# ---- block 1 ----
==> src/rtl/sdram_arbiter.sv <==
// rtl/sdram_arbiter.sv - two-port Avalon-MM arbiter for the shared SDRAM master, with read-tag steering
// Build option: SDRAM_ARB_FIXED_PRIO_EN gives port 0 absolute priority on ties (default round-robin).
module sdram_arbiter #(
   parameter int MAX_PENDING = 4
) (
   input  logic                          clk,
   input  logic                          rst_n,
   input  logic [31:0]                   m0_address,
   input  logic                          m0_read,
   input  logic                          m0_write,
   input  logic [31:0]                   m0_writedata,
   output logic                          m0_waitrequest,
   output logic [31:0]                   m0_readdata,
   output logic                          m0_readdatavalid,
   input  logic [31:0]                   m1_address,
   input  logic                          m1_read,
   input  logic                          m1_write,
   input  logic [31:0]                   m1_writedata,
   output logic                          m1_waitrequest,
   output logic [31:0]                   m1_readdata,
   output logic                          m1_readdatavalid,
   input  logic                          s_waitrequest,
   input  logic [31:0]                   s_readdata,
   input  logic                          s_readdatavalid,
   output logic [31:0]                   s_address,
   output logic                          s_read,
   output logic                          s_write,
   output logic [31:0]                   s_writedata,
   output logic [$clog2(MAX_PENDING):0]  pending,
   output logic                          err_orphan
);

   localparam int PW = $clog2(MAX_PENDING);

   localparam logic [1:0] ST_IDLE   = 2'd0;
   localparam logic [1:0] ST_GRANT0 = 2'd1;
   localparam logic [1:0] ST_GRANT1 = 2'd2;

   logic [1:0]             state;
   logic [1:0]             state_nxt;
   logic                   req0;
   logic                   req1;
   logic                   tie_to_0;
   logic                   gnt_read;
   logic                   gnt_write;
   logic                   grant_tag;
   logic                   accept;
   logic                   push;
   logic                   pop;
   logic [PW-1:0]          wr_ptr;
   logic [PW-1:0]          rd_ptr;
   logic [PW:0]            count;
   logic [MAX_PENDING-1:0] tag_mem;
   logic                   fifo_full;
   logic                   fifo_empty;
   logic                   head_tag;

   assign req0 = m0_read | m0_write;
   assign req1 = m1_read | m1_write;

   assign fifo_full  = (count == (PW+1)'(MAX_PENDING));
   assign fifo_empty = (count == '0);
   assign head_tag   = tag_mem[rd_ptr];

`ifdef SDRAM_ARB_FIXED_PRIO_EN
   assign tie_to_0 = 1'b1;
`else
   // last = port granted most recently; a tie goes to the other one
   logic last;

   always_ff @(posedge clk or negedge rst_n) begin
      if (!rst_n) begin
         last <= 1'b1;
      end else if (state == ST_IDLE && (req0 || req1)) begin
         last <= (state_nxt == ST_GRANT1);
      end
   end

   assign tie_to_0 = last;
`endif

   always_comb begin
      s_address      = '0;
      s_writedata    = '0;
      gnt_read       = 1'b0;
      gnt_write      = 1'b0;
      grant_tag      = 1'b0;
      m0_waitrequest = 1'b1;
      m1_waitrequest = 1'b1;
      case (state)
         ST_GRANT0: begin
            s_address      = m0_address;
            s_writedata    = m0_writedata;
            gnt_read       = m0_read;
            gnt_write      = m0_write;
            m0_waitrequest = s_waitrequest | (m0_read & fifo_full);
         end
         ST_GRANT1: begin
            s_address      = m1_address;
            s_writedata    = m1_writedata;
            gnt_read       = m1_read;
            gnt_write      = m1_write;
            grant_tag      = 1'b1;
            m1_waitrequest = s_waitrequest | (m1_read & fifo_full);
         end
         default: ;
      endcase
      // the full gate uses the registered count, so a same-cycle pop cannot open it
      s_read  = gnt_read & ~fifo_full;
      s_write = gnt_write;
   end

   assign accept = (s_read | s_write) & ~s_waitrequest;
   assign push   = s_read & ~s_waitrequest;
   assign pop    = s_readdatavalid & ~fifo_empty;

   always_comb begin
      state_nxt = state;
      case (state)
         ST_IDLE: begin
            if (req0 && (!req1 || tie_to_0)) begin
               state_nxt = ST_GRANT0;
            end else if (req1) begin
               state_nxt = ST_GRANT1;
            end
         end
         ST_GRANT0, ST_GRANT1: begin
            if (accept || !(gnt_read || gnt_write)) begin
               state_nxt = ST_IDLE;
            end
         end
         default: state_nxt = ST_IDLE;
      endcase
   end

   always_ff @(posedge clk or negedge rst_n) begin
      if (!rst_n) begin
         state      <= ST_IDLE;
         wr_ptr     <= '0;
         rd_ptr     <= '0;
         count      <= '0;
         tag_mem    <= '0;
         err_orphan <= 1'b0;
      end else begin
         state <= state_nxt;
         if (push) begin
            tag_mem[wr_ptr] <= grant_tag;
            wr_ptr          <= wr_ptr + 1'b1;
         end
         if (pop) begin
            rd_ptr <= rd_ptr + 1'b1;
         end
         case ({push, pop})
            2'b10:   count <= count + 1'b1;
            2'b01:   count <= count - 1'b1;
            default: ;
         endcase
         if (s_readdatavalid && fifo_empty) begin
            err_orphan <= 1'b1;
         end
      end
   end

   assign m0_readdata      = s_readdata;
   assign m1_readdata      = s_readdata;
   assign m0_readdatavalid = s_readdatavalid & ~fifo_empty & ~head_tag;
   assign m1_readdatavalid = s_readdatavalid & ~fifo_empty &  head_tag;
   assign pending          = count;

endmodule

==> config.mk <==
export PLATFORM = sky130hd
export DESIGN_NAME = sdram_arbiter
export DESIGN_NICKNAME = d
export VERILOG_FILES = /design/src/rtl/sdram_arbiter.sv
export SDC_FILE = /design/constraint.sdc
export NUM_CORES = 1
export LEC_CHECK = 0
export ABC_CLOCK_PERIOD_IN_PS = 2650
export CAP_MARGIN = 20
export CORE_AREA = 3 3 119 121
export DETAILED_ROUTE_END_ITERATION = 16
export DIE_AREA = 0 0 122 124
export GPL_ROUTABILITY_DRIVEN = 1
export PLACE_DENSITY = 0.69
export SLEW_MARGIN = 20
export SYNTH_ARGS = -nofsm -noshare
export SYNTH_HDL_FRONTEND = slang
export SYNTH_SLANG_ARGS = --single-unit
==> constraint.sdc <==
create_clock -name clk -period 2.65 [get_ports clk]
set_input_delay 0.53 -clock clk [delete_from_list [all_inputs] [get_ports clk]]
set_output_delay 0.53 -clock clk [all_outputs]
set_load 0.01 [all_outputs]
block_1/layer_met2.png
Scale: 3 px per µm. Cells faint in the background.
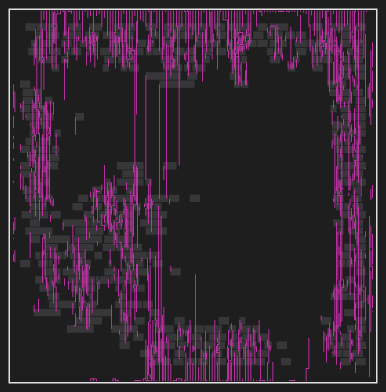
The longest straight run is 53.5 µm. 524 nets have wire on it.
DR vias: 2670
met2 Use GR: 0.204
Post-Route WL: 9830 µm

==> flow_summary_export.csv <==
group,metric,value,unit
yosys,synthArstFlopShare,1.00,
floorplan,rows,42,
timing,setup_viol,0,
power_and_ir_drop,pwr-share-seq,0.123,
hold_path,min_delay_path_depth,1,
yosys,synth-main-ff-cell,"dfrtp_1",
layout,final_util,0.341,
timing,final_max_slew_viol_count,0,
placed_design,gp_congestion,0.792,
drt,wl_met3,891,µm
setup_path,start_kind,"register",
layout,largest_reg_flops,4,
setup_path,critPathSlowestCell,"clkdlybuf4s50_1",
layout,final_cell_mix,"clkdlybuf4s50_1, a22oi_1, nor2b_1, dlymetal6s2s_1, dfrtp_1",
power_and_ir_drop,comb_power_share,0.797,
layout,fin_cells,614,
power_and_ir_drop,peakVddDrop,0.000550,V
grt,grt.busiest_layer,"met2",
outcome,status,"finished clean",
timing,fin_tns_setup,0,ps
layout,clkbuf_count,3,
grt,grt-ovfl-total,0,
grt,grtUsageTotal,0.116,
yosys,largest_area_cell,"a22oi_1",
yosys,syn_inst,298,
setup_path,path_cells,"inv_4 > ha_4 > buf_12 > a22oi_1 > nor2b_1 > clkdlybuf4s50_1",
yosys,ys_sh_aoi,0.252,
yosys,ys_sh_simple,0.226,
placed_design,dpl.cell_count,607,
floorplan,nWellTaps,176,
placed_design,numPortBuffers,209,
layout,comb_area,1440,µm²
grt,grt_pass1_vias,2650,
drt,firstDrtPassIters,4,
yosys,synth.comb.largest_family,"buffers and inverters",
yosys,netlist-cell-type-count,36,
setup_path,path_max_fanout,30,
timing,hold_viol,0,
power_and_ir_drop,p_sw_frac,0.402,
layout,clock_area_frac,0.0178,
timing,worst_slew_pin_slew,658,ps
drt,drtAntennaViolNets,0,
grt,grt_pass1_wl,14200,µm
clocking,cts_setup_buffers,0,
floorplan,die-width,122,µm
yosys,synthAdderAreaFrac,0.0558,
grt,antenna_found_initial,0,

# ---- block 2 ----
File: src/rtl/reg_file_pkg.sv
// Shared constants for the byte-lane register file.
package reg_file_pkg;
    localparam int DEF_WIDTH = 16;
    localparam int DEF_DEPTH = 8;
    localparam int LANE_W    = 8;
endpackage

File: src/rtl/reg_file_rdport.sv
// One registered read port: write-first bypass and clear override in front of the output flops.
module reg_file_rdport
    import reg_file_pkg::*;
#(
    parameter int WIDTH = DEF_WIDTH,
    parameter int DEPTH = DEF_DEPTH,
    localparam int AW   = $clog2(DEPTH)
) (
    input  logic                        clk,
    input  logic                        rst,
    input  logic                        clr_i,
    input  logic                        re_i,
    input  logic [AW-1:0]               raddr_i,
    input  logic [DEPTH-1:0][WIDTH-1:0] mem_i,
    input  logic [DEPTH-1:0]            valid_i,
    input  logic                        wr_en_i,
    input  logic [AW-1:0]               waddr_i,
    input  logic [WIDTH-1:0]            wr_data_i,
    output logic [WIDTH-1:0]            rdata_o,
    output logic                        rvalid_o,
    output logic                        rhit_o
);
    logic [WIDTH-1:0] rdata_q, rdata_d;
    logic             rvalid_q, rvalid_d;
    logic             rhit_q, rhit_d;

    always_comb begin
        rdata_d  = rdata_q;
        rhit_d   = rhit_q;
        rvalid_d = 1'b0;
        if (re_i) begin
            rvalid_d = 1'b1;
            // clear wins over the bypass; wr_data_i is already lane-merged with old data
            if (clr_i) begin
                rdata_d = '0;
                rhit_d  = 1'b0;
            end else if (wr_en_i && (waddr_i == raddr_i)) begin
                rdata_d = wr_data_i;
                rhit_d  = 1'b1;
            end else begin
                rdata_d = mem_i[raddr_i];
                rhit_d  = valid_i[raddr_i];
            end
        end
    end

    always_ff @(posedge clk) begin
        if (rst) begin
            rdata_q  <= '0;
            rvalid_q <= 1'b0;
            rhit_q   <= 1'b0;
        end else begin
            rdata_q  <= rdata_d;
            rvalid_q <= rvalid_d;
            rhit_q   <= rhit_d;
        end
    end

    assign rdata_o  = rdata_q;
    assign rvalid_o = rvalid_q;
    assign rhit_o   = rhit_q;
endmodule

File: src/rtl/reg_file.sv
// Flop-array register file with byte-lane writes, one-cycle clear and two registered read ports.
module reg_file
    import reg_file_pkg::*;
#(
    parameter int WIDTH = DEF_WIDTH,
    parameter int DEPTH = DEF_DEPTH,
    localparam int AW   = $clog2(DEPTH),
    localparam int NB   = WIDTH / LANE_W
) (
    input  logic             clk,
    input  logic             rst,
    input  logic             clr,
    input  logic             we,
    input  logic [AW-1:0]    waddr,
    input  logic [NB-1:0]    wbe,
    input  logic [WIDTH-1:0] wdata,
    input  logic             re_a,
    input  logic             re_b,
    input  logic [AW-1:0]    raddr_a,
    input  logic [AW-1:0]    raddr_b,
    output logic [WIDTH-1:0] rdata_a,
    output logic [WIDTH-1:0] rdata_b,
    output logic             rvalid_a,
    output logic             rvalid_b,
    output logic             rhit_a,
    output logic             rhit_b
);
    logic [DEPTH-1:0][WIDTH-1:0] mem_q, mem_d;
    logic [DEPTH-1:0]            valid_q, valid_d;
    logic [WIDTH-1:0]            wmask;
    logic [WIDTH-1:0]            wr_data;
    logic                        wr_en;

    always_comb begin
        wmask = '0;
        for (int i = 0; i < NB; i++) begin
            wmask[i*LANE_W +: LANE_W] = {LANE_W{wbe[i]}};
        end
        // an all-zero byte enable is a no-op, including the valid bit
        wr_en   = we && (|wbe);
        wr_data = (mem_q[waddr] & ~wmask) | (wdata & wmask);

        mem_d   = mem_q;
        valid_d = valid_q;
        if (clr) begin
            mem_d   = '0;
            valid_d = '0;
        end else if (wr_en) begin
            mem_d[waddr]   = wr_data;
            valid_d[waddr] = 1'b1;
        end
    end

    always_ff @(posedge clk) begin
        if (rst) begin
            mem_q   <= '0;
            valid_q <= '0;
        end else begin
            mem_q   <= mem_d;
            valid_q <= valid_d;
        end
    end

    reg_file_rdport #(.WIDTH(WIDTH), .DEPTH(DEPTH)) u_rd_a (
        .clk       (clk),
        .rst       (rst),
        .clr_i     (clr),
        .re_i      (re_a),
        .raddr_i   (raddr_a),
        .mem_i     (mem_q),
        .valid_i   (valid_q),
        .wr_en_i   (wr_en),
        .waddr_i   (waddr),
        .wr_data_i (wr_data),
        .rdata_o   (rdata_a),
        .rvalid_o  (rvalid_a),
        .rhit_o    (rhit_a)
    );

    reg_file_rdport #(.WIDTH(WIDTH), .DEPTH(DEPTH)) u_rd_b (
        .clk       (clk),
        .rst       (rst),
        .clr_i     (clr),
        .re_i      (re_b),
        .raddr_i   (raddr_b),
        .mem_i     (mem_q),
        .valid_i   (valid_q),
        .wr_en_i   (wr_en),
        .waddr_i   (waddr),
        .wr_data_i (wr_data),
        .rdata_o   (rdata_b),
        .rvalid_o  (rvalid_b),
        .rhit_o    (rhit_b)
    );
endmodule

File: config.mk
export PLATFORM = sky130hd
export DESIGN_NAME = reg_file
export DESIGN_NICKNAME = d
export VERILOG_FILES = /design/src/rtl/reg_file_pkg.sv /design/src/rtl/reg_file_rdport.sv /design/src/rtl/reg_file.sv
export SDC_FILE = /design/constraint.sdc
export NUM_CORES = 1
export LEC_CHECK = 0
export CAP_MARGIN = 25
export CORE_MARGIN = 2
export CORE_UTILIZATION = 59
export DETAILED_ROUTE_END_ITERATION = 6
export GPL_ROUTABILITY_DRIVEN = 0
export HOLD_SLACK_MARGIN = 0.02
export PLACE_DENSITY_LB_ADDON = 0.08
export SETUP_SLACK_MARGIN = 0.2
export SLEW_MARGIN = 20
export SYNTH_ARGS = -nofsm -noshare
export SYNTH_HDL_FRONTEND = slang
export SYNTH_SLANG_ARGS = --single-unit
File: constraint.sdc
create_clock -name clk -period 5.59 [get_ports clk]
set_input_delay 1.118 -clock clk [delete_from_list [all_inputs] [get_ports clk]]
set_output_delay 1.118 -clock clk [all_outputs]
set_load 0.02 [all_outputs]
block_2/layer_met2.png
Scale: 3 px per µm. Cells faint in the background.
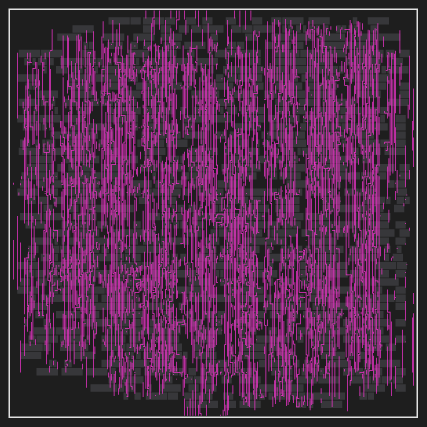
The layer carries 15700 µm of wire. The wires run mostly vertical. The longest straight run is 67.0 µm.
met2 Use GR: 0.594
Post-Route WL: 35300 µm
DR vias: 9585

==> flow_summary_export.csv <==
group,metric,value,unit
setup_path,worstPathArrival,4260,ps
layout,regArea,3440,µm²
placed_design,numPortBuffers,68,
placed_design,dpl.cell_count,1264,
timing,post-route-period-util,0.704,
power_and_ir_drop,p_per_area,253,nW/µm²
yosys,synthTopCellsByCount,"dfxtp_1, nand2_1, mux4_2",
drt,viasPerCell,7.38,
outcome,status,"finished, violations left",
timing,skew,9.00,ps
yosys,ys_sh_aoi,0.209,
clocking,cts_buffer_depth,2,
grt,use_met1,0.517,
setup_path,cp-startpoint,"waddr[1]",
yosys,ys_seq_frac,0.337,
yosys,syn_inst,1049,
drt,route.detailed.drc,6,
placed_design,dp_slack,1380,ps
drt,met1_length,13500,µm
yosys,postSynthAreaPerCell,9.73,µm²
floorplan,core_area,17100,µm²
outcome,failed_checks,"design-rule violations",
timing,fmax,0.254,GHz
yosys,ys_cells,1049,
timing,period_minus_slack,3930,ps
power_and_ir_drop,comb_power_share,0.119,
power_and_ir_drop,internal_power,0.00213,W
yosys,synth-main-ff-cell,"dfxtp_1",
yosys,ys_seq_elements,172,
drt,drt_iter0_drc,1382,
setup_path,path_max_fanout,29,
setup_path,cp_num_cells,5,
setup_path,r2r_start,"mem_q[73]",
yosys,synthAdderAreaFrac,0,
block_2/io_placement.png
Scale: 2 px per µm. Pins as bars across the die edge, other pins in gray.
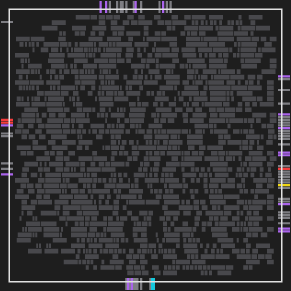
rdata_a: marked purple, pins 16, direction output, edge 8 right, 4 top, 2 left, 2 bottom. wbe: marked cyan, pins 2, direction input, edge bottom. rhit_a: marked yellow, pins 1, direction output, edge right. waddr: marked red, pins 3, direction input, edge 2 left, 1 right.
Die Height: 136 µm
die width: 136 µm


# ---- block 3 ----
block_3/layer_met2.png
Scale: 1 px per µm. Cells faint in the background.
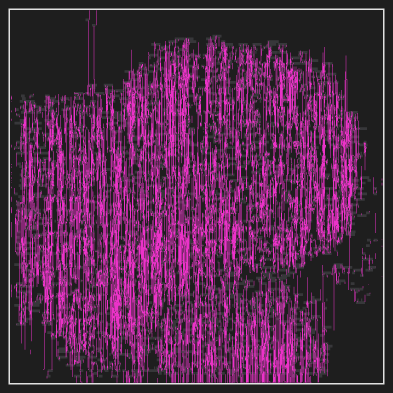
block_3/io_placement.png
Pins as bars across the die edge, other pins in gray.
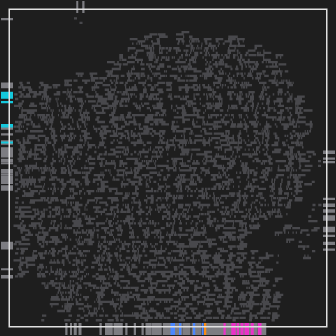
block_3/clk_routes.png
Scale: 1.5 px per µm.
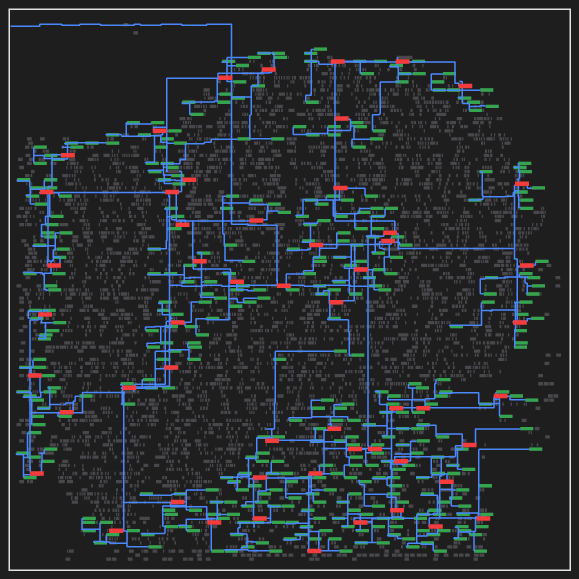
## src/rtl/huffman_tree.sv

```systemverilog
// huffman_tree: builds a 10-leaf Huffman tree with one merge per cycle.
// Every cycle the two lightest active entries of a 19-entry table are merged
// into the next internal node, and the merged pair is recorded.
// Optional build macro HT_ZERO_SKIP_EN: zero-count leaves are excluded, and
// merging stops when a single active entry remains.
module huffman_tree (
    input  logic        Clk_in,
    input  logic        n_Rst,
    input  logic        Start_tree,
    input  logic [8:0]  Num0,
    input  logic [8:0]  Num1,
    input  logic [8:0]  Num2,
    input  logic [8:0]  Num3,
    input  logic [8:0]  Num4,
    input  logic [8:0]  Num5,
    input  logic [8:0]  Num6,
    input  logic [8:0]  Num7,
    input  logic [8:0]  Num8,
    input  logic [8:0]  Num9,
    output logic [14:0] Node0,
    output logic [14:0] Node1,
    output logic [14:0] Node2,
    output logic [14:0] Node3,
    output logic [14:0] Node4,
    output logic [14:0] Node5,
    output logic [14:0] Node6,
    output logic [14:0] Node7,
    output logic [4:0]  m1,
    output logic [4:0]  m2,
    output logic        Fin
);

    localparam int NLEAF = 10;
    localparam int NENT  = 19;

    typedef enum logic [1:0] {IDLE, MERGE, DONE} state_t;

    state_t      state_q, state_d;
    logic [12:0] wt_q [NENT];
    logic [NENT-1:0] act_q;
    logic [3:0]  k_q;
    logic [14:0] node_q [8];
    logic [4:0]  m1_q, m2_q;
    logic        fin_q;

    logic [8:0]  num [NLEAF];
    assign num[0] = Num0;
    assign num[1] = Num1;
    assign num[2] = Num2;
    assign num[3] = Num3;
    assign num[4] = Num4;
    assign num[5] = Num5;
    assign num[6] = Num6;
    assign num[7] = Num7;
    assign num[8] = Num8;
    assign num[9] = Num9;

    // Two-pass minimum search; strict '<' makes the lower ID win on ties.
    logic        min1_ok, min2_ok;
    logic [4:0]  min1, min2;
    logic [12:0] w1, w2;
    always_comb begin
        min1_ok = 1'b0;
        min1    = '0;
        w1      = '0;
        min2_ok = 1'b0;
        min2    = '0;
        w2      = '0;
        for (int i = 0; i < NENT; i++) begin
            if (act_q[i] && (!min1_ok || wt_q[i] < w1)) begin
                min1_ok = 1'b1;
                min1    = 5'(i);
                w1      = wt_q[i];
            end
        end
        for (int i = 0; i < NENT; i++) begin
            if (act_q[i] && (5'(i) != min1) && (!min2_ok || wt_q[i] < w2)) begin
                min2_ok = 1'b1;
                min2    = 5'(i);
                w2      = wt_q[i];
            end
        end
    end

    logic [4:0] new_id;
    logic       no_pair;
    logic       merge_last;
    assign new_id  = 5'd10 + {1'b0, k_q};
    // With all leaves active there are always >= 2 entries in MERGE.
    assign no_pair = !min2_ok;

`ifdef HT_ZERO_SKIP_EN
    // Population count of the active table: the merge leaving one entry ends the build.
    logic [4:0] act_cnt;
    always_comb begin
        act_cnt = '0;
        for (int i = 0; i < NENT; i++) act_cnt = act_cnt + {4'd0, act_q[i]};
    end
    assign merge_last = (act_cnt == 5'd2);
`else
    assign merge_last = (k_q == 4'd8);
`endif

    // State register.
    always_ff @(posedge Clk_in or posedge n_Rst) begin
        if (n_Rst) state_q <= IDLE;
        else       state_q <= state_d;
    end

    // Next-state logic: one build per start request.
    always_comb begin
        state_d = state_q;
        case (state_q)
            IDLE:    if (Start_tree)            state_d = MERGE;
            MERGE:   if (no_pair || merge_last) state_d = DONE;
            DONE:    if (!Start_tree)           state_d = IDLE;
            default:                            state_d = IDLE;
        endcase
    end

    // Table load on start, one merge per MERGE cycle, outputs held otherwise.
    always_ff @(posedge Clk_in or posedge n_Rst) begin
        if (n_Rst) begin
            for (int i = 0; i < NENT; i++) wt_q[i] <= '0;
            for (int i = 0; i < 8; i++)    node_q[i] <= '0;
            act_q <= '0;
            k_q   <= '0;
            m1_q  <= '0;
            m2_q  <= '0;
            fin_q <= 1'b0;
        end else begin
            case (state_q)
                IDLE: begin
                    if (Start_tree) begin
                        for (int i = 0; i < NENT; i++) begin
                            if (i < NLEAF) begin
                                wt_q[i] <= {4'd0, num[i]};
`ifdef HT_ZERO_SKIP_EN
                                act_q[i] <= (num[i] != 9'd0);
`else
                                act_q[i] <= 1'b1;
`endif
                            end else begin
                                wt_q[i]  <= '0;
                                act_q[i] <= 1'b0;
                            end
                        end
                        for (int i = 0; i < 8; i++) node_q[i] <= '0;
                        k_q   <= '0;
                        m1_q  <= '0;
                        m2_q  <= '0;
                        fin_q <= 1'b0;
                    end
                end
                MERGE: begin
                    if (no_pair) begin
                        // Degenerate tree: report the lone leaf (or 0) on both outputs.
                        m1_q  <= min1;
                        m2_q  <= min1;
                        fin_q <= 1'b1;
                    end else begin
                        act_q[min1]   <= 1'b0;
                        act_q[min2]   <= 1'b0;
                        act_q[new_id] <= 1'b1;
                        wt_q[new_id]  <= w1 + w2;
                        m1_q <= min1;
                        m2_q <= min2;
                        if (!k_q[3]) node_q[k_q[2:0]] <= {min1, min2, new_id};
                        k_q <= k_q + 4'd1;
                        if (merge_last) fin_q <= 1'b1;
                    end
                end
                default: ;
            endcase
        end
    end

    assign Node0 = node_q[0];
    assign Node1 = node_q[1];
    assign Node2 = node_q[2];
    assign Node3 = node_q[3];
    assign Node4 = node_q[4];
    assign Node5 = node_q[5];
    assign Node6 = node_q[6];
    assign Node7 = node_q[7];
    assign m1    = m1_q;
    assign m2    = m2_q;
    assign Fin   = fin_q;

endmodule

```

## config.mk

```make
export PLATFORM = sky130hd
export DESIGN_NAME = huffman_tree
export DESIGN_NICKNAME = d
export VERILOG_FILES = /design/src/rtl/huffman_tree.sv
export SDC_FILE = /design/constraint.sdc
export NUM_CORES = 2
export LEC_CHECK = 0
export ABC_AREA = 1
export CORE_MARGIN = 4
export CORE_UTILIZATION = 27
export DETAILED_ROUTE_END_ITERATION = 6
export PLACE_DENSITY = 0.41
export SYNTH_ARGS = -nofsm -noshare
export SYNTH_HDL_FRONTEND = slang
export SYNTH_SLANG_ARGS = --single-unit
```

## constraint.sdc

```tcl
create_clock -name Clk_in -period 137.1 [get_ports Clk_in]
set_clock_uncertainty 0.15 [all_clocks]
set_input_delay 27.42 -clock Clk_in [delete_from_list [all_inputs] [get_ports Clk_in]]
set_output_delay 27.42 -clock Clk_in [all_outputs]
set_load 0.1 [all_outputs]
```

==> flow_summary_export.csv <==
group,metric,value,unit
outcome,status,"finished clean",
layout,n_all_buffers,255,
layout,top_register,"wt_q",
timing,final_max_slew_viol_count,0,
clocking,numCtsBuffers,54,
grt,grt-ovfl-total,0,
floorplan,die_area,139000,µm²
timing,period_minus_slack,67240,ps
placed_design,place_hpwl,126000,µm
layout,comb_share,0.547,
layout,nFillCells,14500,
drt,wl_met3,6990,µm
timing,post-route-period-util,0.490,
layout,diodes,1,
clocking,clock-root-buffer,"clkbuf_16",
floorplan,core_area,132000,µm²
drt,wl_per_cell,23.5,µm
yosys,synth_area,36000,µm²
grt,grt.busiest_layer,"met2",
yosys,synthTopCellsByArea,"dfrtp_1, ha_1, nand2_1, o21ai_0, nand3_1",
layout,final_util,0.311,
placed_design,dp_slack,70490,ps
## Picture notes: block_3/layer_met2.png
The layer holds 46% of the routed length. 4300 nets have wire on it. The layer carries 75.2 mm of wire.
Post-Route WL: 162000 µm
met2 Use GR: 0.373
DR vias: 34900

## Picture notes: block_3/io_placement.png
Fin: marked orange, pins 1, direction output, edge bottom. m2: marked blue, pins 5, direction output, edge bottom. Num1: marked cyan, pins 9, direction input, edge left. Node2: marked magenta, pins 15, direction output, edge bottom.
die width: 373 µm
PortBufs: 223
Die Height: 373 µm

## Picture notes: block_3/clk_routes.png
flip-flops: marked green, count 403. clock drivers: marked red, count 54. clock wires: marked blue, length 7790 µm.
There are 55 routed clock nets. Position of the flops: spread over the die.
clk latency of the worst-skew pair: 690 ps


# ---- block 4 ----
File: config.mk
export PLATFORM = sky130hd
export DESIGN_NAME = laser_slot_sched
export DESIGN_NICKNAME = d
export VERILOG_FILES = /design/src/rtl/laser_slot_sched.sv
export SDC_FILE = /design/constraint.sdc
export NUM_CORES = 2
export LEC_CHECK = 0
export CAP_MARGIN = 0
export CORE_MARGIN = 4
export CORE_UTILIZATION = 60
export CTS_CLUSTER_DIAMETER = 60
export DETAILED_ROUTE_END_ITERATION = 8
export PLACE_DENSITY = 0.89
export SLEW_MARGIN = 15
export SYNTH_ARGS = -nofsm -noshare
export SYNTH_HDL_FRONTEND = slang
export SYNTH_SLANG_ARGS = --single-unit
File: constraint.sdc
create_clock -name clk25M -period 11.4 [get_ports clk25M]
set_input_delay 2.28 -clock clk25M [delete_from_list [all_inputs] [get_ports clk25M]]
set_output_delay 2.28 -clock clk25M [all_outputs]
set_load 0.01 [all_outputs]
File: src/rtl/laser_slot_sched.sv
// Laser slot table: allocates, advances and retires laser entries.
// Slot 0 is the cannon laser; slots 1..NSLOT-1 are the enemy pool.
module laser_slot_sched #(
  parameter int          NSLOT       = 40,
  parameter int          VMAX        = 480,
  parameter int          LASER_LEN   = 20,
  parameter int          CANNON_VPOS = 440,
  parameter logic [11:0] C_COLOR     = 12'h0F0,
  parameter logic [11:0] E_COLOR     = 12'hF00
) (
  input  logic             clk25M,
  input  logic             reset,
  input  logic             frame_tick,
  input  logic [3:0]       speed,
  input  logic             fire_c_req,
  input  logic [11:0]      fire_c_hpos,
  output logic             fire_c_ack,
  input  logic             fire_e_req,
  input  logic [11:0]      fire_e_hpos,
  input  logic [11:0]      fire_e_vpos,
  output logic             fire_e_ack,
  input  logic             hit_valid,
  input  logic [5:0]       hit_slot,
  input  logic [5:0]       rd_slot,
  output logic [39:0]      rd_entry,
  output logic [NSLOT-1:0] active,
  output logic             busy,
  output logic             overrun
);

  localparam logic [5:0]  LAST   = 6'(NSLOT - 1);
  localparam logic [12:0] VMAX13 = 13'(VMAX);
  localparam logic [12:0] LEN13  = 13'(LASER_LEN);
  localparam logic [11:0] CV12   = 12'(CANNON_VPOS);
  localparam logic [6:0]  NS7    = 7'(NSLOT);

  typedef enum logic {IDLE, SWEEP} state_t;

  state_t      state, state_n;
  logic [5:0]  idx, idx_n;
  logic [39:0] tbl [NSLOT];

  logic        c_acc, e_acc, e_found;
  logic [5:0]  e_slot;
  logic [12:0] cur_v, sp13, sum_e;
  logic [11:0] new_v;
  logic        sw_clr;

  // State register for the sweep sequencer.
  always_ff @(posedge clk25M) begin
    if (reset) begin
      state <= IDLE;
      idx   <= '0;
    end else begin
      state <= state_n;
      idx   <= idx_n;
    end
  end

  // Next-state logic: one slot per cycle while sweeping.
  always_comb begin
    state_n = state;
    idx_n   = idx;
    busy    = 1'b0;
    unique case (state)
      IDLE: begin
        if (frame_tick) begin
          state_n = SWEEP;
          idx_n   = '0;
        end
      end
      SWEEP: begin
        busy = 1'b1;
        if (idx == LAST) begin
          state_n = IDLE;
          idx_n   = '0;
        end else begin
          idx_n = idx + 6'd1;
        end
      end
      default: begin
        state_n = IDLE;
        idx_n   = '0;
      end
    endcase
  end

  // Lowest free enemy slot; scanning downward leaves the smallest index.
  always_comb begin
    e_found = 1'b0;
    e_slot  = '0;
    for (int i = NSLOT - 1; i >= 1; i--) begin
      if (!tbl[i][39]) begin
        e_found = 1'b1;
        e_slot  = 6'(i);
      end
    end
  end

  // Fire acceptance is only possible while idle and not mid-ack.
  always_comb begin
    c_acc = (state == IDLE) && fire_c_req && !tbl[0][39] && !fire_c_ack;
    e_acc = (state == IDLE) && fire_e_req && e_found && !fire_e_ack;
  end

  // Motion of the slot under the sweep pointer, 13-bit so nothing wraps.
  always_comb begin
    cur_v = {1'b0, tbl[idx][35:24]};
    sp13  = {9'd0, speed};
    sum_e = cur_v + sp13 + LEN13;
    if (idx == 6'd0) begin
      sw_clr = cur_v < sp13;
      new_v  = tbl[idx][35:24] - {8'd0, speed};
    end else begin
      sw_clr = sum_e > VMAX13;
      new_v  = tbl[idx][35:24] + {8'd0, speed};
    end
  end

  // Table update: sweep, then hit clear, then allocation take priority.
  always_ff @(posedge clk25M) begin
    if (reset) begin
      for (int i = 0; i < NSLOT; i++) tbl[i] <= '0;
    end else begin
      for (int i = 0; i < NSLOT; i++) begin
        if (state == SWEEP && idx == 6'(i) && tbl[i][39]) begin
          if (sw_clr) tbl[i] <= '0;
          else        tbl[i][35:24] <= new_v;
        end
        if (hit_valid && hit_slot == 6'(i)) tbl[i] <= '0;
        if (i == 0 && c_acc)
          tbl[i] <= {1'b1, 3'b0, CV12, fire_c_hpos, C_COLOR};
        if (i != 0 && e_acc && e_slot == 6'(i))
          tbl[i] <= {1'b1, 3'b0, fire_e_vpos, fire_e_hpos, E_COLOR};
      end
    end
  end

  // One-cycle ack and overrun pulses.
  always_ff @(posedge clk25M) begin
    if (reset) begin
      fire_c_ack <= 1'b0;
      fire_e_ack <= 1'b0;
      overrun    <= 1'b0;
    end else begin
      fire_c_ack <= c_acc;
      fire_e_ack <= e_acc;
      overrun    <= frame_tick && (state == SWEEP);
    end
  end

  // Combinational readback of one entry and of all enable bits.
  always_comb begin
    rd_entry = '0;
    if ({1'b0, rd_slot} < NS7) rd_entry = tbl[rd_slot];
    for (int i = 0; i < NSLOT; i++) active[i] = tbl[i][39];
  end

endmodule

block_4/clk_routes.png
Scale: 2 px per µm.
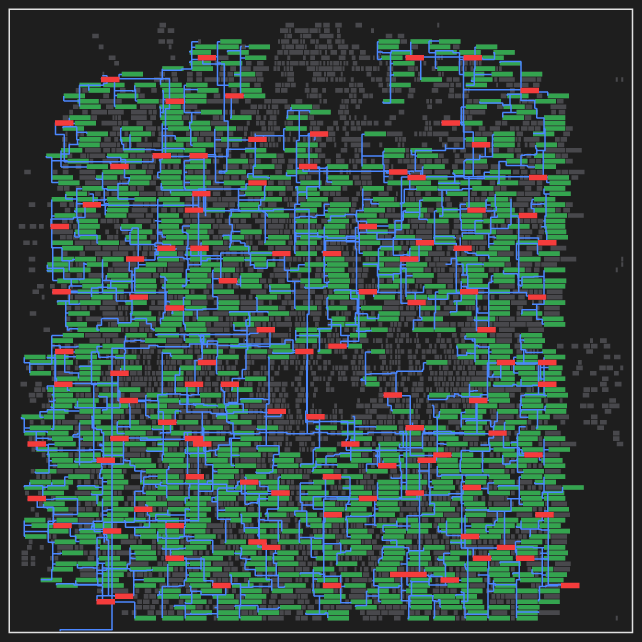
clock drivers: marked red, count 104. clock wires: marked blue, length 11900 µm. flip-flops: marked green, count 1016.
There are 105 routed clock nets.
clk latency of the worst-skew pair: 700 ps
P_clk: 0.00358 W

block_4/io_placement.png
Scale: 1 px per µm. Pins as bars across the die edge, other pins in gray.
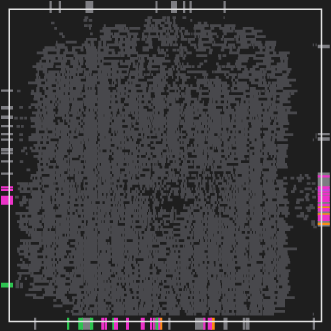
rd_slot: marked orange, pins 6, direction input, edge 3 right, 3 bottom. active: marked magenta, pins 40, direction output, edge 16 bottom, 16 right, 8 left. hit_valid: marked blue, pins 1, direction input, edge right. fire_e_hpos: marked green, pins 12, direction input, edge 9 bottom, 3 left.
All pins by edge: 59 bottom, 44 right, 24 left, 15 top.
Die Height: 311 µm
PortBufs: 134

block_4/layer_met2.png
Scale: 1 px per µm. Cells faint in the background.
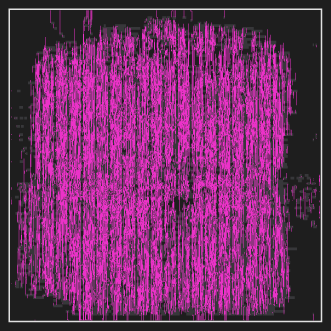
The layer holds 43% of the routed length. 3564 nets have wire on it. The wires run mostly vertical. The longest straight run is 101 µm.
Post-Route WL: 188000 µm
DR vias: 40800
met2 Use GR: 0.564

==> flow_summary_export.csv <==
group,metric,value,unit
timing,rsz0062_at_grt,"false",
floorplan,die_area,96600,µm²
layout,final_util,0.667,
yosys,synth_area,55000,µm²
timing,hold_viol,0,
outcome,failed_checks,"design-rule violations",
flow_run,maxCapViolCount,0,
placed_design,dpl.cell_count,5059,
timing,maxSlewHeadroom,0.0955,
power_and_ir_drop,p_sw_frac,0.268,
layout,layout_top_cell,"edfxtp_1",
timing,fin_tns_setup,0,ps
timing,worst_slew_pin_slew,1350,ps
yosys,synthXorXnorAreaFrac,0.00221,
yosys,edf_count,1000,
yosys,synthAdderAreaFrac,0.00623,
layout,top_register,"tbl",
setup_path,crit_end,"rd_entry[14]",
floorplan,core_area,90600,µm²
layout,clock_area_frac,0.0585,
layout,final_cell_mix,"edfxtp_1, and2_1, o2bb2ai_1, mux4_2, mux2i_1",
layout,seq_cell_count,1016,
setup_path,crit_required,9120,ps
setup_path,critical_path_buf_inv_count,3,
power_and_ir_drop,largestPowerGroup,"registers",
setup_path,cp-startpoint,"rd_slot[0]",
yosys,top_cell,"edfxtp_1",
setup_path,critical_path.top_delay_family,"buffers and inverters",
power_and_ir_drop,comb_power_share,0.127,
drt,wl_met2,81400,µm
layout,comb_area,22600,µm²
yosys,netlist-cell-type-count,87,
setup_path,reg2regPathDepth,19,
layout,diodes,6,
drt,viasPerCell,7.75,
yosys,ys_seq_frac,0.551,
timing,post-route-period-util,0.755,
yosys,ys_area,55000,µm²
timing,final_max_slew_viol_count,0,
placed_design,gp_congestion,1.06,
grt,use_met3,0.151,
setup_path,critPathMostFrequentCell,"mux4_2",
timing,setup_viol,0,
power_and_ir_drop,internal_power,0.00662,W
hold_path,hp-class,"reg2reg",
layout,largestRegisters,"tbl x1000, idx x6",
yosys,synth.comb.largest_family,"multiplexers",
power_and_ir_drop,p_clk_frac,0.396,
yosys,largest_area_cell,"edfxtp_1",
setup_path,endpoint_kind,"output port",
flow_run,log.warning_count,51,
layout,comb_share,0.373,
layout,clkbuf_count,117,
grt,grtUsageTotal,0.380,
power_and_ir_drop,powerComb,0.00115,W
grt,use_met1,0.484,
outcome,status,"finished, violations left",
yosys,synthTopCellsByCount,"edfxtp_1, and2_1, o2bb2ai_1",
drt,route.detailed.drc,76,
placed_design,place_area,56800,µm²

# ---- block 5 ----
**src/rtl/sort_pkg.sv**
```systemverilog
// Shared definitions for the one-cycle sorter and its consumers: default sizes,
// the serializer state encoding and a helper to pull one word out of a packed result.
package sort_pkg;

  localparam int SORT_BITWIDTH = 8;
  localparam int SORT_NWORDS   = 8;
  localparam int SORT_PW       = SORT_BITWIDTH * SORT_NWORDS + 1;

  typedef enum logic {
    IDLE = 1'b0,
    SEND = 1'b1
  } state_t;

  // Word j (0 = smallest) sits just below the valid flag for j=0, lowest for j=NWORDS-1.
  function automatic logic [SORT_BITWIDTH-1:0] word_at(input logic [SORT_PW-1:0] packed_in,
                                                       input int j);
    logic [SORT_PW-1:0] w_shifted;
    w_shifted = packed_in >> (SORT_BITWIDTH * (SORT_NWORDS - 1 - j));
    return w_shifted[SORT_BITWIDTH-1:0];
  endfunction

endpackage

```
**src/rtl/sort_result_serializer.sv**
```systemverilog
// Captures a sorter result on a fresh 0->1 of its valid flag and replays the
// words one per beat on a valid/ready stream, ascending or descending.
module sort_result_serializer
  import sort_pkg::*;
#(
  parameter  int BITWIDTH = SORT_BITWIDTH,
  parameter  int NWORDS   = SORT_NWORDS,
  localparam int PW       = BITWIDTH * NWORDS + 1
) (
  input  logic                clk,
  input  logic                resetn,
  input  logic [PW-1:0]       sort_in,
  input  logic                descending,
  output logic [BITWIDTH-1:0] dout,
  output logic                dout_valid,
  output logic                dout_last,
  input  logic                dout_ready,
  output logic                busy,
  output logic                overrun,
  input  logic                clr_overrun
);

  localparam int            IW       = (NWORDS > 1) ? $clog2(NWORDS) : 1;
  localparam logic [IW-1:0] LAST_IDX = IW'(NWORDS - 1);

  state_t              r_state;
  state_t              w_state_nxt;
  logic                r_flag_q;
  logic                r_desc;
  logic [IW-1:0]       r_idx;
  logic [BITWIDTH-1:0] r_buf [NWORDS];
  logic [BITWIDTH-1:0] r_dout;
  logic                r_dout_valid;
  logic                r_dout_last;
  logic                r_overrun;

  logic [BITWIDTH-1:0] w_words [NWORDS];
  logic [BITWIDTH-1:0] w_first;
  logic [IW-1:0]       w_idx_inc;
  logic [IW-1:0]       w_rd_idx;
  logic                w_capture;
  logic                w_hs;
  logic                w_last_hs;
  logic                w_load;
  logic                w_drop;

  for (genvar g = 0; g < NWORDS; g++) begin : g_unpack
    assign w_words[g] = sort_in[BITWIDTH*(NWORDS-g)-1 -: BITWIDTH];
  end

  assign w_capture = sort_in[PW-1] && !r_flag_q;
  assign w_first   = descending ? w_words[NWORDS-1] : w_words[0];
  assign w_idx_inc = r_idx + 1'b1;
  assign w_rd_idx  = r_desc ? (LAST_IDX - w_idx_inc) : w_idx_inc;

  // A capture on the final handshake restarts the stream instead of being dropped.
  always_comb begin
    w_state_nxt = r_state;
    w_hs        = r_dout_valid && dout_ready;
    w_last_hs   = w_hs && r_dout_last;
    w_load      = 1'b0;
    w_drop      = 1'b0;
    unique case (r_state)
      IDLE: begin
        if (w_capture) begin
          w_load      = 1'b1;
          w_state_nxt = SEND;
        end
      end
      SEND: begin
        if (w_capture && w_last_hs) begin
          w_load = 1'b1;
        end else if (w_capture) begin
          w_drop = 1'b1;
        end else if (w_last_hs) begin
          w_state_nxt = IDLE;
        end
      end
      default: w_state_nxt = IDLE;
    endcase
  end

  always_ff @(posedge clk or negedge resetn) begin
    if (!resetn) begin
      r_state <= IDLE;
    end else begin
      r_state <= w_state_nxt;
    end
  end

  // NOTE: the word buffer is reset like any other register so that a reset
  // mid-stream leaves no stale data observable; it is only NWORDS entries.
  always_ff @(posedge clk or negedge resetn) begin
    if (!resetn) begin
      r_flag_q     <= 1'b1;
      r_desc       <= 1'b0;
      r_idx        <= '0;
      r_dout       <= '0;
      r_dout_valid <= 1'b0;
      r_dout_last  <= 1'b0;
      for (int j = 0; j < NWORDS; j++) r_buf[j] <= '0;
    end else begin
      r_flag_q <= sort_in[PW-1];
      if (w_load) begin
        r_buf        <= w_words;
        r_desc       <= descending;
        r_idx        <= '0;
        r_dout       <= w_first;
        r_dout_valid <= 1'b1;
        r_dout_last  <= (NWORDS == 1);
      end else if (w_last_hs) begin
        r_idx        <= '0;
        r_dout_valid <= 1'b0;
        r_dout_last  <= 1'b0;
      end else if (w_hs) begin
        r_idx       <= w_idx_inc;
        r_dout      <= r_buf[w_rd_idx];
        r_dout_last <= (w_idx_inc == LAST_IDX);
      end
    end
  end

  // Set wins over a simultaneous clear so no dropped result goes unreported.
  always_ff @(posedge clk or negedge resetn) begin
    if (!resetn) begin
      r_overrun <= 1'b0;
    end else if (w_drop) begin
      r_overrun <= 1'b1;
    end else if (clr_overrun) begin
      r_overrun <= 1'b0;
    end
  end

  assign dout       = r_dout;
  assign dout_valid = r_dout_valid;
  assign dout_last  = r_dout_last;
  assign busy       = (r_state == SEND);
  assign overrun    = r_overrun;

endmodule

```
**config.mk**
```make
export PLATFORM = sky130hd
export DESIGN_NAME = sort_result_serializer
export DESIGN_NICKNAME = d
export VERILOG_FILES = /design/src/rtl/sort_pkg.sv /design/src/rtl/sort_result_serializer.sv
export SDC_FILE = /design/constraint.sdc
export NUM_CORES = 1
export LEC_CHECK = 0
export CORE_MARGIN = 2
export CORE_UTILIZATION = 53
export CTS_BUF_LIST = sky130_fd_sc_hd__clkbuf_16
export CTS_CLUSTER_DIAMETER = 200
export DETAILED_ROUTE_END_ITERATION = 12
export PLACE_DENSITY = 0.86
export SLEW_MARGIN = 5
export SYNTH_ARGS = -nofsm -noshare
export SYNTH_HDL_FRONTEND = slang
export SYNTH_SLANG_ARGS = --single-unit
```
**constraint.sdc**
```tcl
create_clock -name clk -period 3.2 [get_ports clk]
set_clock_uncertainty 0.1 [all_clocks]
set_input_delay 0.64 -clock clk [delete_from_list [all_inputs] [get_ports clk]]
set_output_delay 0.64 -clock clk [all_outputs]
set_load 0.01 [all_outputs]
```
==> flow_summary_export.csv <==
group,metric,value,unit
outcome,status,"finished clean",
yosys,mux_share,0.250,
power_and_ir_drop,pwr-share-seq,0.336,
setup_path,cp-startpoint,"r_idx[0]",
yosys,synthAdderAreaFrac,0.00573,
yosys,ys_seq_elements,81,
power_and_ir_drop,peakVddDrop,0.000584,V
layout,largest_reg_flops,64,
yosys,ys_area,4370,µm²
clocking,h-tree-depth,3,
layout,layout_top_cell,"nand2_1",
yosys,synth.comb.largest_family,"multiplexers",
yosys,ys_seq_frac,0.464,
layout,clock_area_frac,0.0522,
power_and_ir_drop,p_per_area,1040,nW/µm²
power_and_ir_drop,comb_power_share,0.492,
clocking,cts_setup_buffers,0,
yosys,ys_cells,438,
yosys,synth-main-ff-cell,"dfrtp_1",
setup_path,critPathKind,"reg2reg",
placed_design,place_hpwl,7190,µm
placed_design,numPortBuffers,81,
clocking,numCtsBuffers,9,
layout,drive_above_1_share,0.110,
yosys,synthArstFlopShare,1.00,
yosys,synthTopCellsByCount,"nand2_1, dfrtp_1, mux2i_1",
timing,hold_viol,0,
grt,use_met2,0.424,
floorplan,die_area,8980,µm²
yosys,netlist-cell-type-count,34,
clocking,clock-root-buffer,"clkbuf_16",
placed_design,gp_congestion,0.844,
layout,inv_count,3,
timing,final_max_slew_viol_count,0,
setup_path,path_cells,"inv_4 > ha_2 > buf_4 > mux4_2 > mux2i_1 > mux2i_1 > o221a_2",
clocking,cts-resized-gates,0,
clocking,hold_buffers,0,
placed_design,dpl.cell_count,607,
power_and_ir_drop,p_switching,0.00210,W
yosys,syn_inst,438,
setup_path,r2r_setup_slack,580,ps
floorplan,nWellTaps,105,
layout,n_all_buffers,90,
setup_path,critical_path.top_delay_family,"multiplexers",
yosys,ys_sh_simple,0.203,
timing,period_minus_slack,2620,ps
yosys,synthTopCellsByArea,"dfrtp_1, nand2_1, mux2i_1, mux4_2, mux4_1",
block_5/clocks.png
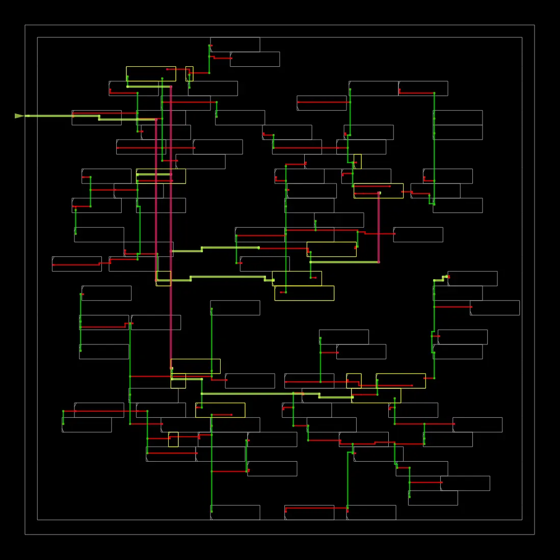
clk latency of the worst-skew pair: 340 ps
flip-flop and latch count: 81

block_5/placement_by_type.png
Scale: 4 px per µm. Fill, decap, tap and diode cells in gray.
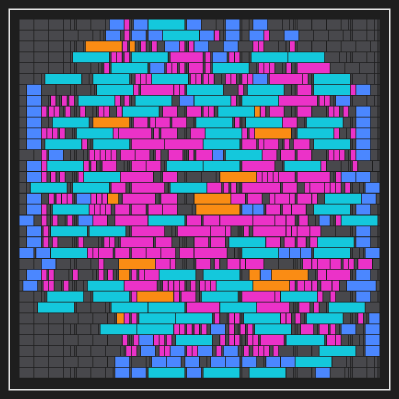
sequential cells: marked cyan, cells 81, share of their area 37%. combinational and other logic: marked magenta, cells 331, share of their area 41%. remaining buffers and delay cells: marked blue, cells 90, share of their area 16%. clock drivers and dummy loads: marked orange, cells 16, share of their area 5.3%.
post-route cell area: 5560 µm²
total core area: 8090 µm²
post-layout util: 0.688
sequential share of cell area: 0.365


# ---- block 6 ----
--- src/rtl/rs_issue_select.sv ---
// Registered multi-lane issue selector for the reservation station.
// Picks up to W ready entries per cycle in round-robin or fixed-priority order.
`ifndef RS_SIZE
`define RS_SIZE 8
`endif

module rs_issue_select #(
   parameter int N  = `RS_SIZE,
   parameter int W  = 2,
   parameter bit RR = 1'b1
) (
   input  logic                           clock,
   input  logic                           reset,
   input  logic                           flush,
   input  logic                           stall,
   input  logic [N-1:0]                   ready_vec,
   output logic [W-1:0]                   issue_valid,
   output logic [W-1:0][N-1:0]            grant_oh,
   output logic [W-1:0][$clog2(N)-1:0]    issue_idx
);

   localparam int IW = $clog2(N);

   logic [IW-1:0]         ptr;
   logic [IW-1:0]         ptr_nxt;
   logic [IW-1:0]         base;
   logic [N-1:0]          inflight;
   logic [N-1:0]          cand;
   logic [N-1:0]          rot;
   logic [N-1:0]          remain;
   logic [W-1:0]          sel_valid;
   logic [W-1:0][N-1:0]   sel_oh;
   logic [W-1:0][IW-1:0]  sel_idx;
   logic [IW-1:0]         pos;
   logic [IW-1:0]         entry;
   logic                  found;

   always_comb begin
      inflight  = '0;
      cand      = '0;
      base      = '0;
      rot       = '0;
      remain    = '0;
      sel_valid = '0;
      sel_oh    = '0;
      sel_idx   = '0;
      ptr_nxt   = ptr;
      pos       = '0;
      entry     = '0;
      found     = 1'b0;

      // Entries granted last cycle are cleared by the RS only at this edge.
      for (int unsigned k = 0; k < W; k++) begin
         inflight = inflight | (grant_oh[k] & {N{issue_valid[k]}});
      end
      cand = ready_vec & ~inflight;
      base = RR ? ptr : '0;

      // Rotate so that bit 0 of rot is the first entry in search order.
      for (int unsigned i = 0; i < N; i++) begin
         rot[i] = cand[base + IW'(i)];
      end

      remain = rot;
      for (int unsigned k = 0; k < W; k++) begin
         found = 1'b0;
         pos   = '0;
         for (int unsigned i = 0; i < N; i++) begin
            if (remain[i] && !found) begin
               found = 1'b1;
               pos   = IW'(i);
            end
         end
         if (found) begin
            remain[pos]      = 1'b0;
            entry            = base + pos;
            sel_valid[k]     = 1'b1;
            sel_oh[k][entry] = 1'b1;
            if (RR) begin
               ptr_nxt = entry + IW'(1);
            end
         end
      end

      for (int unsigned k = 0; k < W; k++) begin
         for (int unsigned j = 0; j < N; j++) begin
            if (sel_oh[k][j]) begin
               sel_idx[k] = sel_idx[k] | IW'(j);
            end
         end
      end
   end

   always_ff @(posedge clock or posedge reset) begin
      if (reset) begin
         issue_valid <= '0;
         grant_oh    <= '0;
         issue_idx   <= '0;
         ptr         <= '0;
      end else if (flush) begin
         issue_valid <= '0;
         grant_oh    <= '0;
         issue_idx   <= '0;
         ptr         <= '0;
      end else if (!stall) begin
         issue_valid <= sel_valid;
         grant_oh    <= sel_oh;
         issue_idx   <= sel_idx;
         ptr         <= ptr_nxt;
      end
   end

endmodule

--- config.mk ---
export PLATFORM = sky130hd
export DESIGN_NAME = rs_issue_select
export DESIGN_NICKNAME = d
export VERILOG_FILES = /design/src/rtl/rs_issue_select.sv
export SDC_FILE = /design/constraint.sdc
export NUM_CORES = 1
export LEC_CHECK = 0
export CORE_UTILIZATION = 50
export CTS_BUF_LIST = sky130_fd_sc_hd__clkbuf_16
export CTS_CLUSTER_DIAMETER = 100
export DETAILED_ROUTE_END_ITERATION = 8
export MAX_ROUTING_LAYER = met4
export PLACE_DENSITY = 0.85
export SYNTH_ARGS = -nofsm -noshare
export SYNTH_HDL_FRONTEND = slang
export SYNTH_SLANG_ARGS = --single-unit
export TNS_END_PERCENT = 5
--- constraint.sdc ---
create_clock -name clock -period 4.9 [get_ports clock]
set_input_delay 0.49 -clock clock [delete_from_list [all_inputs] [get_ports clock]]
set_output_delay 0.49 -clock clock [all_outputs]
set_load 0.01 [all_outputs]
block_6/clk_routes.png
Scale: 8 px per µm.
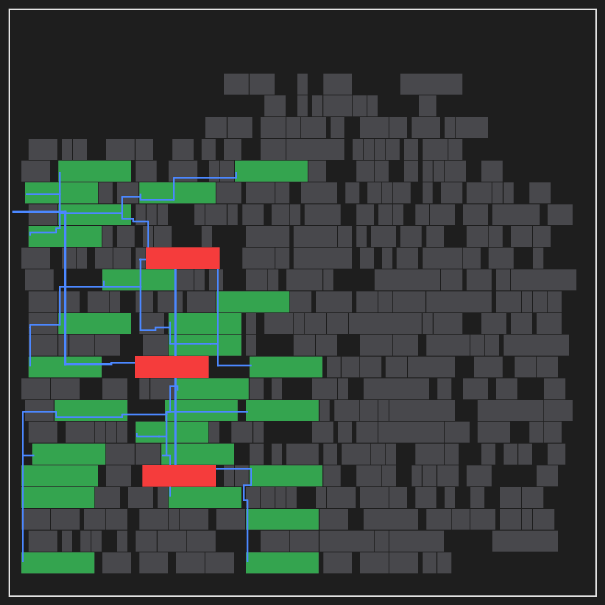
clock wires: marked blue, length 284 µm. flip-flops: marked green, count 27. clock drivers: marked red, count 3.
There are 4 routed clock nets.
clk latency of the worst-skew pair: 260 ps
skew final: 6.29 ps
P_clk: 0.000181 W
part of the power in the clock network: 0.070

block_6/clocks.png
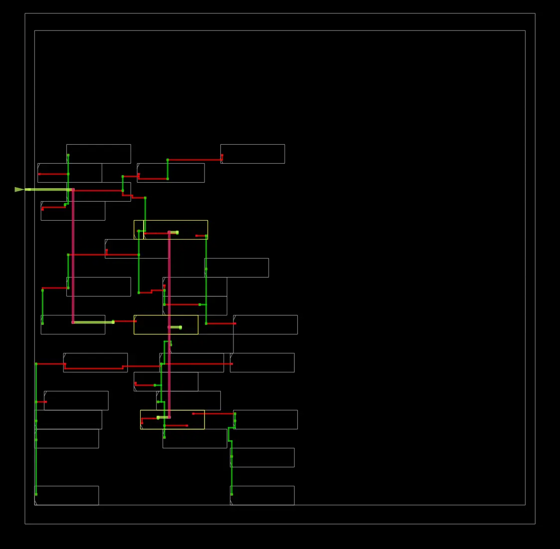
clkbuf count: 3
CTS Buf Count: 3
Num Clock Sinks: 27
flip-flop and latch count: 27

==> flow_summary_export.csv <==
group,metric,value,unit
timing,final_max_slew_viol_count,0,
yosys,postSynthAreaPerCell,8.74,µm²
layout,largest_reg_flops,16,
yosys,synth_area,2530,µm²
layout,final_cell_mix,"nand2_1, clkdlybuf4s50_1, dfrtp_1, buf_4",
grt,use_met2,0.499,
yosys,top_cell,"nand2_1",
placed_design,place_area,3060,µm²
yosys,synthTopCellsByArea,"dfrtp_1, mux4_2, nand2_1, a22o_1, nand3_1",
power_and_ir_drop,p_per_area,810,nW/µm²
outcome,status,"finished clean",
floorplan,nWellTaps,67,
floorplan,io-pin-count,36,
grt,grt-ovfl-total,0,
flow_run,log.warning_count,27,
setup_path,slowest_delay,570,ps
clocking,h-tree-depth,1,
floorplan,fp.dieH,73.2,µm
grt,grt.busiest_layer,"met2",
drt,top_layer_used,"met4",
power_and_ir_drop,power,0.00259,W
floorplan,rows,25,
timing,period_minus_slack,4680,ps
yosys,ys_seq_elements,27,
timing,hold_viol,0,
layout,syn_to_final_growth,26.2,%
setup_path,critPathKind,"in2reg",
timing,finalWorstSetupSlack,225,ps
grt,use_met1,0.405,
layout,diodes,0,
drt,via_count,2638,
clocking,cts_tree,"yes",
setup_path,r2r_start,"issue_valid[0]",
setup_path,cp_num_cells,20,
drt,routed_wl,7640,µm
yosys,ys_cells,290,
layout,final_util,0.668,
clocking,cts_buffer_depth,2,
yosys,yosysWarningCount,0,
clocking,cts_setup_buffers,0,
placed_design,place_hpwl,5650,µm
power_and_ir_drop,largestPowerGroup,"combinational cells",
yosys,netlist-cell-type-count,60,
power_and_ir_drop,powerComb,0.00204,W
layout,top_register,"grant_oh",
placed_design,numPortBuffers,35,
yosys,largest_area_cell,"dfrtp_1",
power_and_ir_drop,p_switching,0.00128,W
setup_path,worstPathArrival,4880,ps
timing,post-route-period-util,0.954,
layout,fin_cells,401,
drt,drtAntennaViolNets,0,
hold_path,holdCritStartpoint,"issue_idx[0]",
hold_path,min_delay_path_depth,2,
placed_design,dpl.cell_count,397,
power_and_ir_drop,internal_power,0.00131,W
setup_path,critPathMostFrequentCell,"ha_2",
drt,wl_per_cell,19.0,µm
yosys,synthArstFlopShare,1.00,
setup_path,critical_path_buf_inv_count,2,


==> gallery <==
Cells colored by class.
shot_01.png
Scale: 4 px per µm. Fill, decap, tap and diode cells in gray.
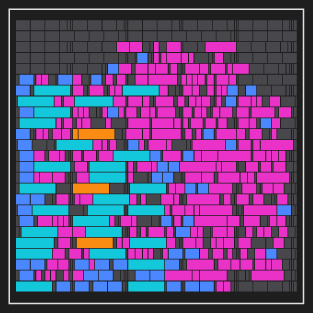
shot_02.png
Scale: 3 px per µm. Fill, decap, tap and diode cells in gray.
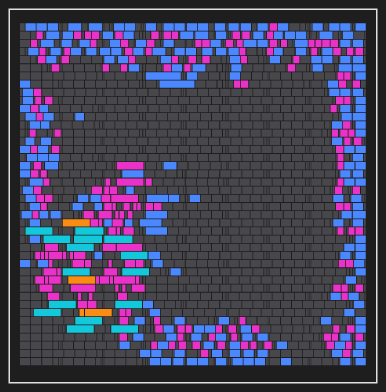
shot_03.png
Scale: 1 px per µm. Fill, decap, tap and diode cells in gray.
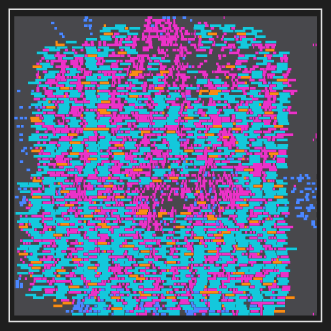
shot_04.png
Scale: 3 px per µm. Fill, decap, tap and diode cells in gray.
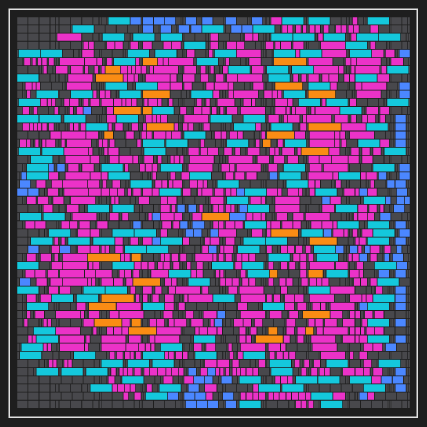
shot_05.png
Scale: 1 px per µm. Fill, decap, tap and diode cells in gray.
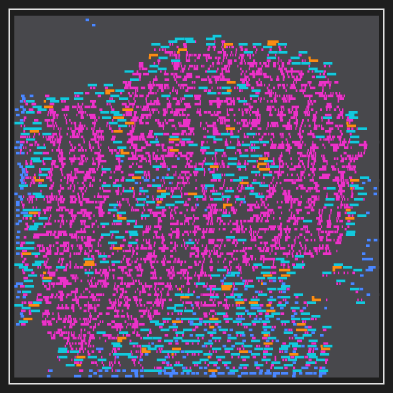
shot_05.png: block 3
shot_04.png: block 2
shot_03.png: block 4
shot_02.png: block 1
shot_01.png: block 6

Key to shot_04.png:
clock drivers and dummy loads: marked orange, cells 32, share of their area 5.8%. combinational and other logic: marked magenta, cells 768, share of their area 56%. remaining buffers and delay cells: marked blue, cells 101, share of their area 8.0%. sequential cells: marked cyan, cells 172, share of their area 31%.

Power and IR drop assume default switching activity.
